# ---- block 1 ----
### src/rtl/burst_rom_if.sv
// burst_rom_if: request/response handshake bundle for burst_rom.
//   Request  : req_valid, req_ready, req_addr (start address), req_len (beats - 1)
//   Response : rsp_valid, rsp_ready, rsp_data, rsp_err (address out of range),
//              rsp_last (final beat of the burst)
//   Status   : busy (a burst is in progress)
// Modports: slave = the ROM side, master = the requester/consumer side.
interface burst_rom_if #(
  parameter int ADDR_W = 4,
  parameter int DATA_W = 8,
  parameter int LEN_W  = 4
);
  logic              req_valid;
  logic              req_ready;
  logic [ADDR_W-1:0] req_addr;
  logic [LEN_W-1:0]  req_len;
  logic              rsp_valid;
  logic              rsp_ready;
  logic [DATA_W-1:0] rsp_data;
  logic              rsp_err;
  logic              rsp_last;
  logic              busy;

  modport slave (
    input  req_valid, req_addr, req_len, rsp_ready,
    output req_ready, rsp_valid, rsp_data, rsp_err, rsp_last, busy
  );

  modport master (
    output req_valid, req_addr, req_len, rsp_ready,
    input  req_ready, rsp_valid, rsp_data, rsp_err, rsp_last, busy
  );
endinterface

### src/rtl/burst_rom.sv
// burst_rom: fixed-content ROM read in bursts of consecutive addresses.
//   Word i holds (i * STRIDE) mod 2^DATA_W for i < DEPTH; addresses at or
//   above DEPTH return OOB_DATA with rsp_err set. A request (start address,
//   length-1) is accepted in IDLE; beats follow one per cycle while the
//   consumer is ready, address wrapping modulo 2^ADDR_W.
// Ports:
//   clk   - clock, rising edge
//   rst_n - asynchronous active-low reset
//   bus   - burst_rom_if.slave (request, response, busy)
module burst_rom #(
  parameter int                ADDR_W   = 4,
  parameter int                DATA_W   = 8,
  parameter int                DEPTH    = 10,
  parameter int                LEN_W    = 4,
  parameter logic [DATA_W-1:0] STRIDE   = 8'h11,
  parameter logic [DATA_W-1:0] OOB_DATA = '0
) (
  input  logic       clk,
  input  logic       rst_n,
  burst_rom_if.slave bus
);

  typedef enum logic {IDLE, BURST} state_t;

  state_t            state_q, state_d;
  logic [ADDR_W-1:0] addr_q,  addr_d;
  logic [LEN_W-1:0]  cnt_q,   cnt_d;
  logic [DATA_W-1:0] data_q,  data_d;
  logic              err_q,   err_d;
  logic              last_q,  last_d;
  logic [ADDR_W-1:0] addr_nxt;

  function automatic logic is_oob(input logic [ADDR_W-1:0] a);
    return {1'b0, a} >= (ADDR_W+1)'(DEPTH);
  endfunction

  // Content is a pure function of the address, so the "ROM" is just this
  // constant-coefficient product.
  function automatic logic [DATA_W-1:0] rom_word(input logic [ADDR_W-1:0] a);
    logic [DATA_W-1:0] idx;
    idx = DATA_W'(a);
    if (is_oob(a)) return OOB_DATA;
    return idx * STRIDE;
  endfunction

  // cnt_q counts beats remaining after the one currently presented; the
  // response word/err/last for the next beat are computed one cycle ahead
  // so every output comes straight from a flop.
  always_comb begin
    state_d  = state_q;
    addr_d   = addr_q;
    cnt_d    = cnt_q;
    data_d   = data_q;
    err_d    = err_q;
    last_d   = last_q;
    addr_nxt = addr_q + ADDR_W'(1);
    case (state_q)
      IDLE: begin
        if (bus.req_valid) begin
          state_d = BURST;
          addr_d  = bus.req_addr;
          cnt_d   = bus.req_len;
          data_d  = rom_word(bus.req_addr);
          err_d   = is_oob(bus.req_addr);
          last_d  = (bus.req_len == '0);
        end
      end
      BURST: begin
        // req_valid is deliberately not looked at here.
        if (bus.rsp_ready) begin
          if (last_q) begin
            state_d = IDLE;
            addr_d  = '0;
            cnt_d   = '0;
            data_d  = '0;
            err_d   = 1'b0;
            last_d  = 1'b0;
          end else begin
            addr_d  = addr_nxt;
            cnt_d   = cnt_q - LEN_W'(1);
            data_d  = rom_word(addr_nxt);
            err_d   = is_oob(addr_nxt);
            last_d  = (cnt_q == LEN_W'(1));
          end
        end
      end
      default: state_d = IDLE;
    endcase
  end

  always_ff @(posedge clk or negedge rst_n) begin
    if (!rst_n) begin
      state_q <= IDLE;
      addr_q  <= '0;
      cnt_q   <= '0;
      data_q  <= '0;
      err_q   <= 1'b0;
      last_q  <= 1'b0;
    end else begin
      state_q <= state_d;
      addr_q  <= addr_d;
      cnt_q   <= cnt_d;
      data_q  <= data_d;
      err_q   <= err_d;
      last_q  <= last_d;
    end
  end

  assign bus.req_ready = (state_q == IDLE);
  assign bus.busy      = (state_q == BURST);
  assign bus.rsp_valid = (state_q == BURST);
  assign bus.rsp_data  = data_q;
  assign bus.rsp_err   = err_q;
  assign bus.rsp_last  = last_q;

endmodule

### src/flat_wrapper.sv
// flat-port wrapper written by rule: the top's interface ports become plain ports
module burst_rom_flat 
#(
  parameter int                ADDR_W   = 4,
  parameter int                DATA_W   = 8,
  parameter int                DEPTH    = 10,
  parameter int                LEN_W    = 4,
  parameter logic [DATA_W-1:0] STRIDE   = 8'h11,
  parameter logic [DATA_W-1:0] OOB_DATA = '0
)
  (clk, rst_n, bus_req_valid, bus_req_addr, bus_req_len, bus_rsp_ready, bus_req_ready, bus_rsp_valid, bus_rsp_data, bus_rsp_err, bus_rsp_last, bus_busy);
  burst_rom_if #(.ADDR_W(ADDR_W), .DATA_W(DATA_W), .LEN_W(LEN_W)) bus_i ();
  input  logic clk;
  input  logic rst_n;
  input wire logic [$bits(bus_i.req_valid)-1:0] bus_req_valid;
  input wire logic [$bits(bus_i.req_addr)-1:0] bus_req_addr;
  input wire logic [$bits(bus_i.req_len)-1:0] bus_req_len;
  input wire logic [$bits(bus_i.rsp_ready)-1:0] bus_rsp_ready;
  output wire logic [$bits(bus_i.req_ready)-1:0] bus_req_ready;
  output wire logic [$bits(bus_i.rsp_valid)-1:0] bus_rsp_valid;
  output wire logic [$bits(bus_i.rsp_data)-1:0] bus_rsp_data;
  output wire logic [$bits(bus_i.rsp_err)-1:0] bus_rsp_err;
  output wire logic [$bits(bus_i.rsp_last)-1:0] bus_rsp_last;
  output wire logic [$bits(bus_i.busy)-1:0] bus_busy;
  assign bus_i.req_valid = bus_req_valid;
  assign bus_i.req_addr = bus_req_addr;
  assign bus_i.req_len = bus_req_len;
  assign bus_i.rsp_ready = bus_rsp_ready;
  assign bus_req_ready = bus_i.req_ready;
  assign bus_rsp_valid = bus_i.rsp_valid;
  assign bus_rsp_data = bus_i.rsp_data;
  assign bus_rsp_err = bus_i.rsp_err;
  assign bus_rsp_last = bus_i.rsp_last;
  assign bus_busy = bus_i.busy;
  burst_rom #(.ADDR_W(ADDR_W), .DATA_W(DATA_W), .DEPTH(DEPTH), .LEN_W(LEN_W), .STRIDE(STRIDE), .OOB_DATA(OOB_DATA)) u_core (.clk(clk), .rst_n(rst_n), .bus(bus_i));
endmodule
### config.mk
export PLATFORM = sky130hd
export DESIGN_NAME = burst_rom_flat
export DESIGN_NICKNAME = d
export VERILOG_FILES = /design/src/rtl/burst_rom_if.sv /design/src/rtl/burst_rom.sv /design/src/flat_wrapper.sv
export SDC_FILE = /design/constraint.sdc
export NUM_CORES = 1
export LEC_CHECK = 0
export CAP_MARGIN = 25
export CORE_MARGIN = 2
export CORE_UTILIZATION = 36
export CTS_CLUSTER_SIZE = 12
export DETAILED_ROUTE_END_ITERATION = 16
export PLACE_DENSITY = 0.6
export SYNTH_ARGS = -nofsm -noshare
export SYNTH_HDL_FRONTEND = slang
export SYNTH_SLANG_ARGS = --single-unit
### constraint.sdc
create_clock -name clk -period 1.8 [get_ports clk]
set_clock_uncertainty 0.05 [all_clocks]
set_input_delay 0.27 -clock clk [delete_from_list [all_inputs] [get_ports clk]]
set_output_delay 0.27 -clock clk [all_outputs]
set_load 0.02 [all_outputs]
Fig. 1: block 1, metal 1
Bar = 20 um. Supply wires on this layer in gray.
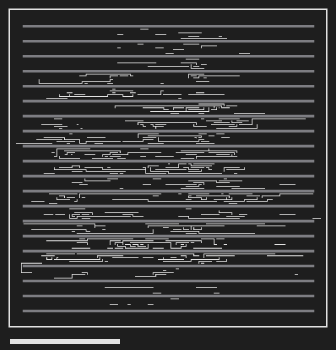
The longest straight run is 21.2 um. The layer carries 1100 um of wire. The layer holds 47% of the routed length. The wires run mostly horizontal.
WL final: 2340 um
via count: 916

==> reports/metrics.yaml <==
power_leader: "combinational cells"
top_layer: "met4"
tightest_slew_ns: 0.367
cts_hold_buf: 0
top_cells_by_area: "dfrtp_1 37%, a21oi_1 5.4%, ha_1 4.9%"
cap_violations: 0
nNetsFinal: 161
p_total_mw: 2.39
start_kind: "register"
logic_gates: 86
fp_nets: 132
final_common_cell: "clkdlybuf4s50_1"
n_all_inverters: 6
drt_iter0_markers: 14
simple_gate_share_pct: 21.4
pre_cts_slack_ns: 0.0734
cp.arrival_ns: 1.41
cts_tree: "built"
status: "completed"
p_clk_share_pct: 8.6
final_cell_mix: "23 x clkdlybuf4s50_1, 14 x dfrtp_1, 12 x nor2_1, 11 x a21oi_1"
peakVddDrop_uv: 917
wl_met1_um: 1100
grt_pass1_vias: 916
logic_area_um2: 564
ctsLongestPathBuffers: 2
ys_sh_xor_pct: 0.855
grt_max_degree: 16
place.detailed.hpwl_um: 1810
synth.avg_cell_area_um2: 8.83
Fig. 2: block 1, wire density map
Bar = 20 um. The die is cut into 11 by 11 equal tiles; black is low, pale yellow is high, scaled to the fullest tile. Values are wire area over tile area, all layers added.
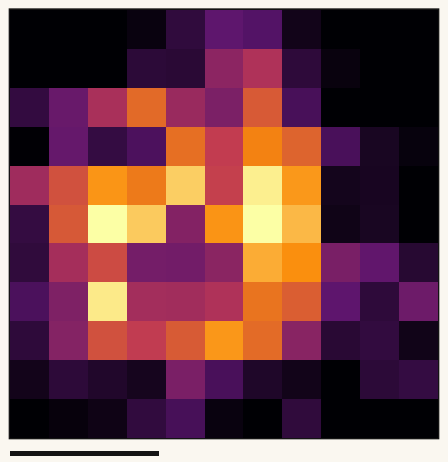
The mean over all tiles is 0.11. The emptiest ninth of the die: upper right. 20% of the tiles are nearly empty. The fullest tile reaches 0.38. The densest ninth of the die: center.
GRT Overall Usage: 16.0%
WL per Instance: 13.4 um

==> through the flow <==
stage	utilization (%)	std cells
after CTS	48.7	175
after global placement	47.8	171
after floorplan	-	116
final	48.8	175
after detailed placement	47.8	171
after global routing	48.8	175
==> flip-flops by register name (all words and copies together), names as in the netlist <==
| register | count |
|---|---|
| u_core.addr_q | 4 |
| u_core.cnt_q | 4 |
| u_core.bus.rsp_data | 4 |
| u_core.bus.rsp_last | 1 |
| u_core.bus.rsp_err | 1 |
| u_core.bus.busy | 1 |

# ---- block 2 ----
Fig. 3: block 2, metal layers overlaid
Bar = 20 um. Only two layers are drawn.
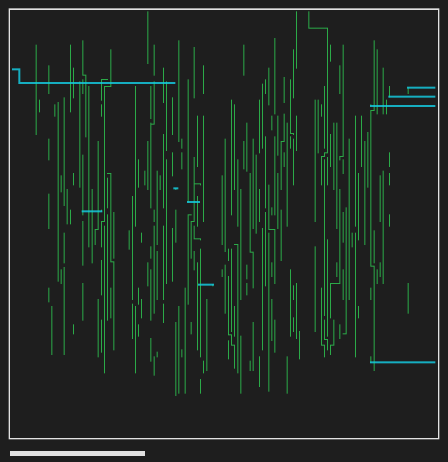
Fig. 4: block 2, metal 1
Bar = 20 um. Supply wires on this layer in gray.
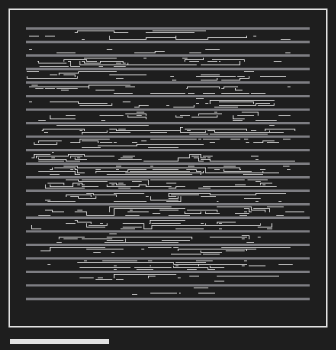
### config.mk
export PLATFORM = sky130hd
export DESIGN_NAME = sensor_debounce
export DESIGN_NICKNAME = d
export VERILOG_FILES = /design/src/rtl/sensor_debounce_pkg.sv /design/src/rtl/sensor_debounce_sync_2ff.sv /design/src/rtl/sensor_debounce.sv
export SDC_FILE = /design/constraint.sdc
export NUM_CORES = 1
export LEC_CHECK = 0
export ABC_AREA = 1
export CAP_MARGIN = 5
export CELL_PAD_IN_SITES_DETAIL_PLACEMENT = 2
export CELL_PAD_IN_SITES_GLOBAL_PLACEMENT = 2
export CORE_MARGIN = 3
export CORE_UTILIZATION = 36
export DETAILED_ROUTE_END_ITERATION = 8
export MAX_ROUTING_LAYER = met4
export PLACE_DENSITY = 0.86
export SYNTH_ARGS = -nofsm -noshare
export SYNTH_HDL_FRONTEND = slang
export SYNTH_SLANG_ARGS = --single-unit
### constraint.sdc
create_clock -name clk -period 3.5 [get_ports clk]
set_input_delay 0.7 -clock clk [delete_from_list [all_inputs] [get_ports clk]]
set_output_delay 0.7 -clock clk [all_outputs]
set_load 0.03 [all_outputs]
### src/rtl/sensor_debounce_pkg.sv
// Shared definitions for the sensor conditioning path: FSM encoding and default debounce lengths.
package sensor_debounce_pkg;

  typedef enum logic [1:0] {
    StStableLo = 2'd0,
    StCheckHi  = 2'd1,
    StStableHi = 2'd2,
    StCheckLo  = 2'd3
  } state_e;

  // 1 ms at the 12 MHz board clock.
  localparam int unsigned DebounceCycles1Ms12Mhz = 12000;
  localparam int unsigned DebounceCyclesDefault  = 1000;

  function automatic state_e stable_state(bit lvl);
    return lvl ? StStableHi : StStableLo;
  endfunction

endpackage

### src/rtl/sensor_debounce_sync_2ff.sv
// Two-flop synchroniser for an asynchronous input pin, with a programmable reset value.
module sensor_debounce_sync_2ff #(
  parameter bit INI = 1'b0
) (
  input  logic clk,
  input  logic rstn,
  input  logic d,
  output logic q
);

  logic s1_q, s2_q;

  always_ff @(posedge clk or negedge rstn) begin
    if (!rstn) begin
      s1_q <= INI;
      s2_q <= INI;
    end else begin
      s1_q <= d;
      s2_q <= s1_q;
    end
  end

  assign q = s2_q;

endmodule

### src/rtl/sensor_debounce.sv
// Debounces one raw sensor pin into a clean level plus one-cycle rise/fall/change strobes.
module sensor_debounce
  import sensor_debounce_pkg::*;
#(
  parameter bit          INI             = 1'b0,
  parameter int unsigned DEBOUNCE_CYCLES = DebounceCyclesDefault,
  parameter int unsigned CNT_WIDTH       = 16
) (
  input  logic clk,
  input  logic rstn,
  input  logic raw,
  output logic level,
  output logic change,
  output logic rise,
  output logic fall,
  output logic busy
);

  localparam logic [CNT_WIDTH-1:0] CntOne  = CNT_WIDTH'(1);
  localparam logic [CNT_WIDTH-1:0] CntLast = CNT_WIDTH'(DEBOUNCE_CYCLES - 1);
  localparam state_e               StInit  = stable_state(INI);

  logic                 s2;
  state_e               state_q, state_d;
  logic [CNT_WIDTH-1:0] cnt_q, cnt_d;
  logic                 rise_q, rise_d;
  logic                 fall_q, fall_d;

  sensor_debounce_sync_2ff #(
    .INI(INI)
  ) u_sync (
    .clk (clk),
    .rstn(rstn),
    .d   (raw),
    .q   (s2)
  );

  always_ff @(posedge clk or negedge rstn) begin
    if (!rstn) begin
      state_q <= StInit;
      cnt_q   <= '0;
      rise_q  <= 1'b0;
      fall_q  <= 1'b0;
    end else begin
      state_q <= state_d;
      cnt_q   <= cnt_d;
      rise_q  <= rise_d;
      fall_q  <= fall_d;
    end
  end

  // The first differing sample counts as sample one, so a length of 1 accepts straight away.
  always_comb begin
    state_d = state_q;
    cnt_d   = '0;
    rise_d  = 1'b0;
    fall_d  = 1'b0;
    unique case (state_q)
      StStableLo: begin
        if (s2) begin
          if (DEBOUNCE_CYCLES == 1) begin
            state_d = StStableHi;
            rise_d  = 1'b1;
          end else begin
            state_d = StCheckHi;
            cnt_d   = CntOne;
          end
        end
      end
      StCheckHi: begin
        if (!s2) begin
          state_d = StStableLo;
        end else if (cnt_q == CntLast) begin
          state_d = StStableHi;
          rise_d  = 1'b1;
        end else begin
          cnt_d = cnt_q + CntOne;
        end
      end
      StStableHi: begin
        if (!s2) begin
          if (DEBOUNCE_CYCLES == 1) begin
            state_d = StStableLo;
            fall_d  = 1'b1;
          end else begin
            state_d = StCheckLo;
            cnt_d   = CntOne;
          end
        end
      end
      StCheckLo: begin
        if (s2) begin
          state_d = StStableHi;
        end else if (cnt_q == CntLast) begin
          state_d = StStableLo;
          fall_d  = 1'b1;
        end else begin
          cnt_d = cnt_q + CntOne;
        end
      end
      default: state_d = StInit;
    endcase
  end

  assign level  = (state_q == StStableHi) || (state_q == StCheckLo);
  assign busy   = (state_q == StCheckHi) || (state_q == StCheckLo);
  assign rise   = rise_q;
  assign fall   = fall_q;
  assign change = rise_q | fall_q;

endmodule

==> reports/metrics.yaml <==
whs_ns: 0.364
largest_reg_flops: 16
grtUsageMet2_pct: 33.0
status: "completed"
antenna_found_initial: 0
dpl_cell_area_um2: 1290
setup_tns_ns: 0
warnings: 26
fp_nets: 164
drtPass1Iterations: 4
ys_types: 23
period_needed_ns: 2.28
top_cells_by_area: "dfrtp_1 46%, nand2_1 12%, nor2_1 11%"
dieHeight_um: 63.6
finalClockPeriodUsage_pct: 65.1
power_leader: "sequential cells"
common_cells: "38 x nand2_1, 34 x nor2_1, 22 x dfrtp_1, 19 x inv_1, 8 x nand3_1"
top_layer: "met4"
required_ns: 2.80
net-switching-power_uw: 116
power_frac_comb_pct: 7.9
synth_cells: 160
cts_tree: "built"
reg2reg_from: "cnt_q[0]"
core-area_um2: 3100
## Picture notes: Fig. 3
Key: M3 = cyan [wire length 62.1 um]; M2 = green [wire length 1780 um]
via count: 1042
GRT Overall Usage: 19.3%
WL per Instance: 16.4 um
WL final: 3450 um

## Picture notes: Fig. 4
161 nets have wire on it. The layer holds 46% of the routed length. The longest straight run is 25.8 um.
routing usage on met1: 23.4%

==> kinds of logic (layout without fill, tap and decap cells) <==
| group | count (synthesis) | count (layout) |
|---|---|---|
| flops | 22 | 22 |
| compound gates | 6 | 6 |
| fa+ha+maj | 1 | 1 |
| xor+xnor | 7 | 7 |
| buf+inv | 24 | 31 |
| simple gates | 100 | 100 |
==> area by class of cell <==
cell class                      count  share of cell area [%]
Sequential cell                    22                    41.4
Multi-Input combinational cell    114                    40.8
Inverter                           20                    5.64
Timing Repair Buffer                7                    5.27
Tap cell                           44                    4.14
Clock buffer                        4                    2.73

# ---- block 3 ----
## config.mk

```make
export PLATFORM = sky130hd
export DESIGN_NAME = kds_loader
export DESIGN_NICKNAME = d
export VERILOG_FILES = /design/src/rtl/kds_pkg.sv /design/src/rtl/kds_triplet_buf.sv /design/src/rtl/kds_loader.sv
export SDC_FILE = /design/constraint.sdc
export NUM_CORES = 1
export LEC_CHECK = 0
export CORE_AREA = 2 2 174 176
export DETAILED_ROUTE_END_ITERATION = 10
export DIE_AREA = 0 0 176 178
export PLACE_DENSITY = 0.83
export SYNTH_ARGS = -nofsm -noshare
export SYNTH_HDL_FRONTEND = slang
export SYNTH_HIERARCHICAL = 1
export SYNTH_SLANG_ARGS = --single-unit
export TNS_END_PERCENT = 50
```

## constraint.sdc

```tcl
create_clock -name clk -period 7 [get_ports clk]
set_input_delay 1.75 -clock clk [delete_from_list [all_inputs] [get_ports clk]]
set_output_delay 1.75 -clock clk [all_outputs]
set_load 0.02 [all_outputs]
```

## src/rtl/kds_pkg.sv

```systemverilog
// Shared types and constants for the kernel data shifter (KDS) bank and its loader.
// No ports: a package.
//   loader_state_t : loader FSM states
//   triplet_t      : one {v_1, v_2, v_3} data triplet
package kds_pkg;

  localparam int KDS_NB_LANES      = 12;
  localparam int KDS_LANE_DEPTH    = 8;
  localparam int KDS_IO_DATA_WIDTH = 16;

  typedef enum logic [1:0] {
    IDLE  = 2'd0,
    FILL  = 2'd1,
    BURST = 2'd2,
    DONE  = 2'd3
  } loader_state_t;

  typedef struct packed {
    logic [KDS_IO_DATA_WIDTH-1:0] w1;
    logic [KDS_IO_DATA_WIDTH-1:0] w2;
    logic [KDS_IO_DATA_WIDTH-1:0] w3;
  } triplet_t;

endpackage

```

## src/rtl/kds_triplet_buf.sv

```systemverilog
// One-lane staging buffer: DEPTH entries of triplet_t, one write port and one
// asynchronous read port. Data is not reset.
// Ports:
//   clk      : clock
//   wr_en    : write strobe
//   wr_addr  : write slot
//   wr_data  : triplet to store
//   rd_addr  : read slot
//   rd_data  : triplet stored at rd_addr
module kds_triplet_buf
  import kds_pkg::*;
#(
  parameter int DEPTH = KDS_LANE_DEPTH,
  localparam int AW   = $clog2(DEPTH)
) (
  input  logic          clk,
  input  logic          wr_en,
  input  logic [AW-1:0] wr_addr,
  input  triplet_t      wr_data,
  input  logic [AW-1:0] rd_addr,
  output triplet_t      rd_data
);

  triplet_t mem [DEPTH];

  always_ff @(posedge clk) begin
    if (wr_en) mem[wr_addr] <= wr_data;
  end

  assign rd_data = mem[rd_addr];

endmodule

```

## src/rtl/kds_loader.sv

```systemverilog
// Producer for the KDS bank. Collects one lane's worth of triplets from an
// upstream valid/ready stream, then bursts them into that lane with its
// LE_select bit held for LANE_DEPTH back-to-back cycles, lanes 0..NB_LANES-1.
// Ports:
//   clk, arst_n_in        : clock, async active-low reset
//   start                 : pulse in IDLE begins a full load
//   din_1..3, din_valid   : upstream triplet stream
//   din_ready             : high in FILL
//   v_1..3, LE_select     : registered drive to the KDS
//   busy                  : high in FILL or BURST
//   load_done             : one-cycle pulse (the DONE cycle)
//
// state | meaning
// IDLE  | waiting for start
// FILL  | accepting triplets into the lane buffer
// BURST | streaming the buffer into lane lane_cnt, one triplet per cycle
// DONE  | single cycle, load_done high
//
// IO_DATA_WIDTH must equal KDS_IO_DATA_WIDTH since triplet_t is fixed-width.
module kds_loader
  import kds_pkg::*;
#(
  parameter int IO_DATA_WIDTH = KDS_IO_DATA_WIDTH,
  parameter int NB_LANES      = KDS_NB_LANES,
  parameter int LANE_DEPTH    = KDS_LANE_DEPTH
) (
  input  logic                     clk,
  input  logic                     arst_n_in,
  input  logic                     start,
  input  logic [IO_DATA_WIDTH-1:0] din_1,
  input  logic [IO_DATA_WIDTH-1:0] din_2,
  input  logic [IO_DATA_WIDTH-1:0] din_3,
  input  logic                     din_valid,
  output logic                     din_ready,
  output logic [IO_DATA_WIDTH-1:0] v_1,
  output logic [IO_DATA_WIDTH-1:0] v_2,
  output logic [IO_DATA_WIDTH-1:0] v_3,
  output logic [NB_LANES-1:0]      LE_select,
  output logic                     busy,
  output logic                     load_done
);

  localparam int SW = $clog2(LANE_DEPTH);
  localparam int LW = $clog2(NB_LANES);

  loader_state_t     state;
  logic [LW-1:0]     lane_cnt;
  logic [SW-1:0]     slot_cnt;
  logic              xfer;
  logic              last_slot;
  logic              last_lane;
  logic [NB_LANES-1:0] lane_onehot;
  triplet_t          wr_data;
  triplet_t          rd_data;

  assign din_ready   = (state == FILL);
  assign busy        = (state == FILL) || (state == BURST);
  assign xfer        = din_valid && din_ready;
  assign last_slot   = (slot_cnt == SW'(LANE_DEPTH - 1));
  assign last_lane   = (lane_cnt == LW'(NB_LANES - 1));
  assign lane_onehot = {{(NB_LANES-1){1'b0}}, 1'b1} << lane_cnt;
  assign wr_data     = {din_1, din_2, din_3};

  kds_triplet_buf #(
    .DEPTH (LANE_DEPTH)
  ) u_buf (
    .clk     (clk),
    .wr_en   (xfer),
    .wr_addr (slot_cnt),
    .wr_data (wr_data),
    .rd_addr (slot_cnt),
    .rd_data (rd_data)
  );

  // slot_cnt is log2(LANE_DEPTH) wide, so incrementing past the last slot
  // returns it to 0 without an explicit clear.
  always_ff @(posedge clk or negedge arst_n_in) begin
    if (!arst_n_in) begin
      state     <= IDLE;
      lane_cnt  <= '0;
      slot_cnt  <= '0;
      v_1       <= '0;
      v_2       <= '0;
      v_3       <= '0;
      LE_select <= '0;
      load_done <= 1'b0;
    end else begin
      LE_select <= '0;
      load_done <= 1'b0;
      case (state)
        IDLE: begin
          if (start) begin
            state    <= FILL;
            lane_cnt <= '0;
            slot_cnt <= '0;
          end
        end
        FILL: begin
          if (xfer) begin
            slot_cnt <= slot_cnt + SW'(1);
            if (last_slot) state <= BURST;
          end
        end
        BURST: begin
          v_1       <= rd_data.w1;
          v_2       <= rd_data.w2;
          v_3       <= rd_data.w3;
          LE_select <= lane_onehot;
          slot_cnt  <= slot_cnt + SW'(1);
          if (last_slot) begin
            if (last_lane) begin
              state     <= DONE;
              load_done <= 1'b1;
            end else begin
              lane_cnt <= lane_cnt + LW'(1);
              state    <= FILL;
            end
          end
        end
        DONE: begin
          state <= IDLE;
        end
        default: begin
          state <= IDLE;
        end
      endcase
    end
  end

endmodule

```

Fig. 5: block 3, close-up of the layout
Bar = 20 um. Region (19, 20) to (69, 70) um. Cells in gray, sequential cells in the stronger gray; small squares are vias.
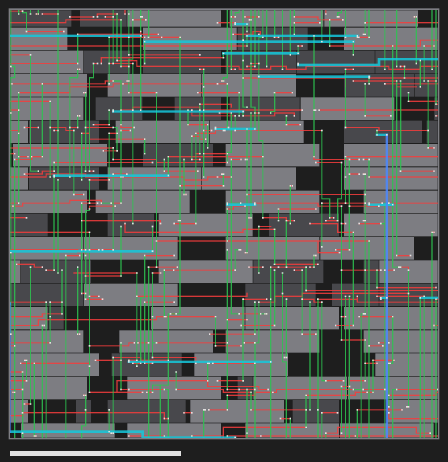
Key: M1 = red; M4 = blue; M3 = cyan; M2 = green
Sequential cells in the window: 53. 84 logic cells have their middle in the window. Most frequent: edfxtp_1 (53), mux4_2 (13), mux2_4 (7). Netlist names of flops here include `u_buf/mem` (53).

Fig. 6: block 3, wire density map
Bar = 50 um. The die is cut into 35 by 36 equal tiles; black is low, pale yellow is high, scaled to the fullest tile. Values are wire area over tile area, all layers added.
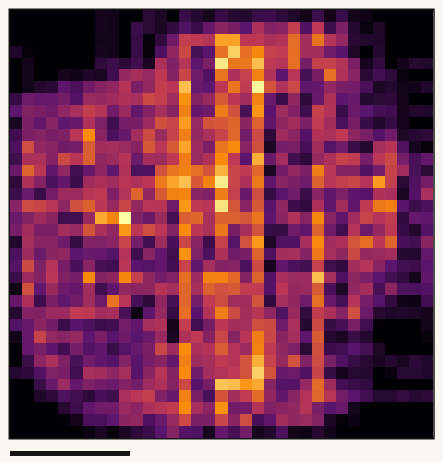
The mean over all tiles is 0.18. 11% of the tiles are nearly empty. The emptiest ninth of the die: lower right. The fullest tile reaches 0.55. 19% of the tiles are over half the peak.
GRT Overall Usage: 23.1%
via count: 8103
WL per Instance: 26.2 um
WL final: 34700 um

Fig. 7: block 3, cells colored by class
Fill, decap, tap and diode cells in gray.
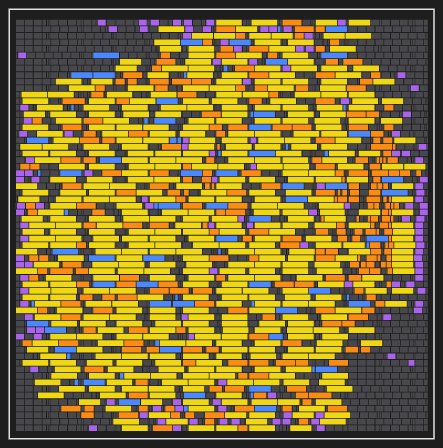
Key: remaining buffers and delay cells = purple [cells 127, share of their area 6.2%]; clock drivers and dummy loads = blue [cells 79, share of their area 7.1%]; registers = yellow [cells 454, share of their area 66%]; remaining logic cells = orange [cells 274, share of their area 20%]
Design Area, Final: 20500 um^2
final core occ: 69.8%
Rows: 63

==> reports/metrics.yaml <==
num_io_pins: 115
buffers_excl_clock: 127
via_per_inst: 6.12
buf_share_pct: 6.03
logic_area_um2: 4050
root_buffer: "clkbuf_16"
synthArstFlopShare_pct: 15.4
finalClockPeriodUsage_pct: 56.0
p_clk_mw: 2.33
worstHoldStart: "v_1[11]"
peakVddDrop_uv: 234
final-clk-cell-share_pct: 6.93
yosys_area_um2: 17500
cts_setup_buffers: 0
n_all_inverters: 7
status: "completed"
cts_htree_levels: 2
==> sequential cells by signal, indices dropped and copies added, names as in the netlist <==
name	flops
state	2
v_3	16
load_done	1
u_buf/mem	384
slot_cnt	3
LE_select	12
v_1	16
lane_cnt	4
v_2	16
==> metrics by stage <==
step	worst slack, ns	cells	power (mW)	hold slack [ns]	utilization (%)
after floorplan	1.23	762	5.17	0.506	-
after global placement	2.65	1245	5.81	0.488	64.9
after detailed placement	2.58	1245	5.86	0.495	64.9
after CTS	3.12	1324	8.24	0.509	69.8
after global routing	3.04	1324	8.49	0.530	69.8
final	3.08	1324	8.18	0.505	69.8

No activity file was given, so power comes from the tool's default toggle rates.
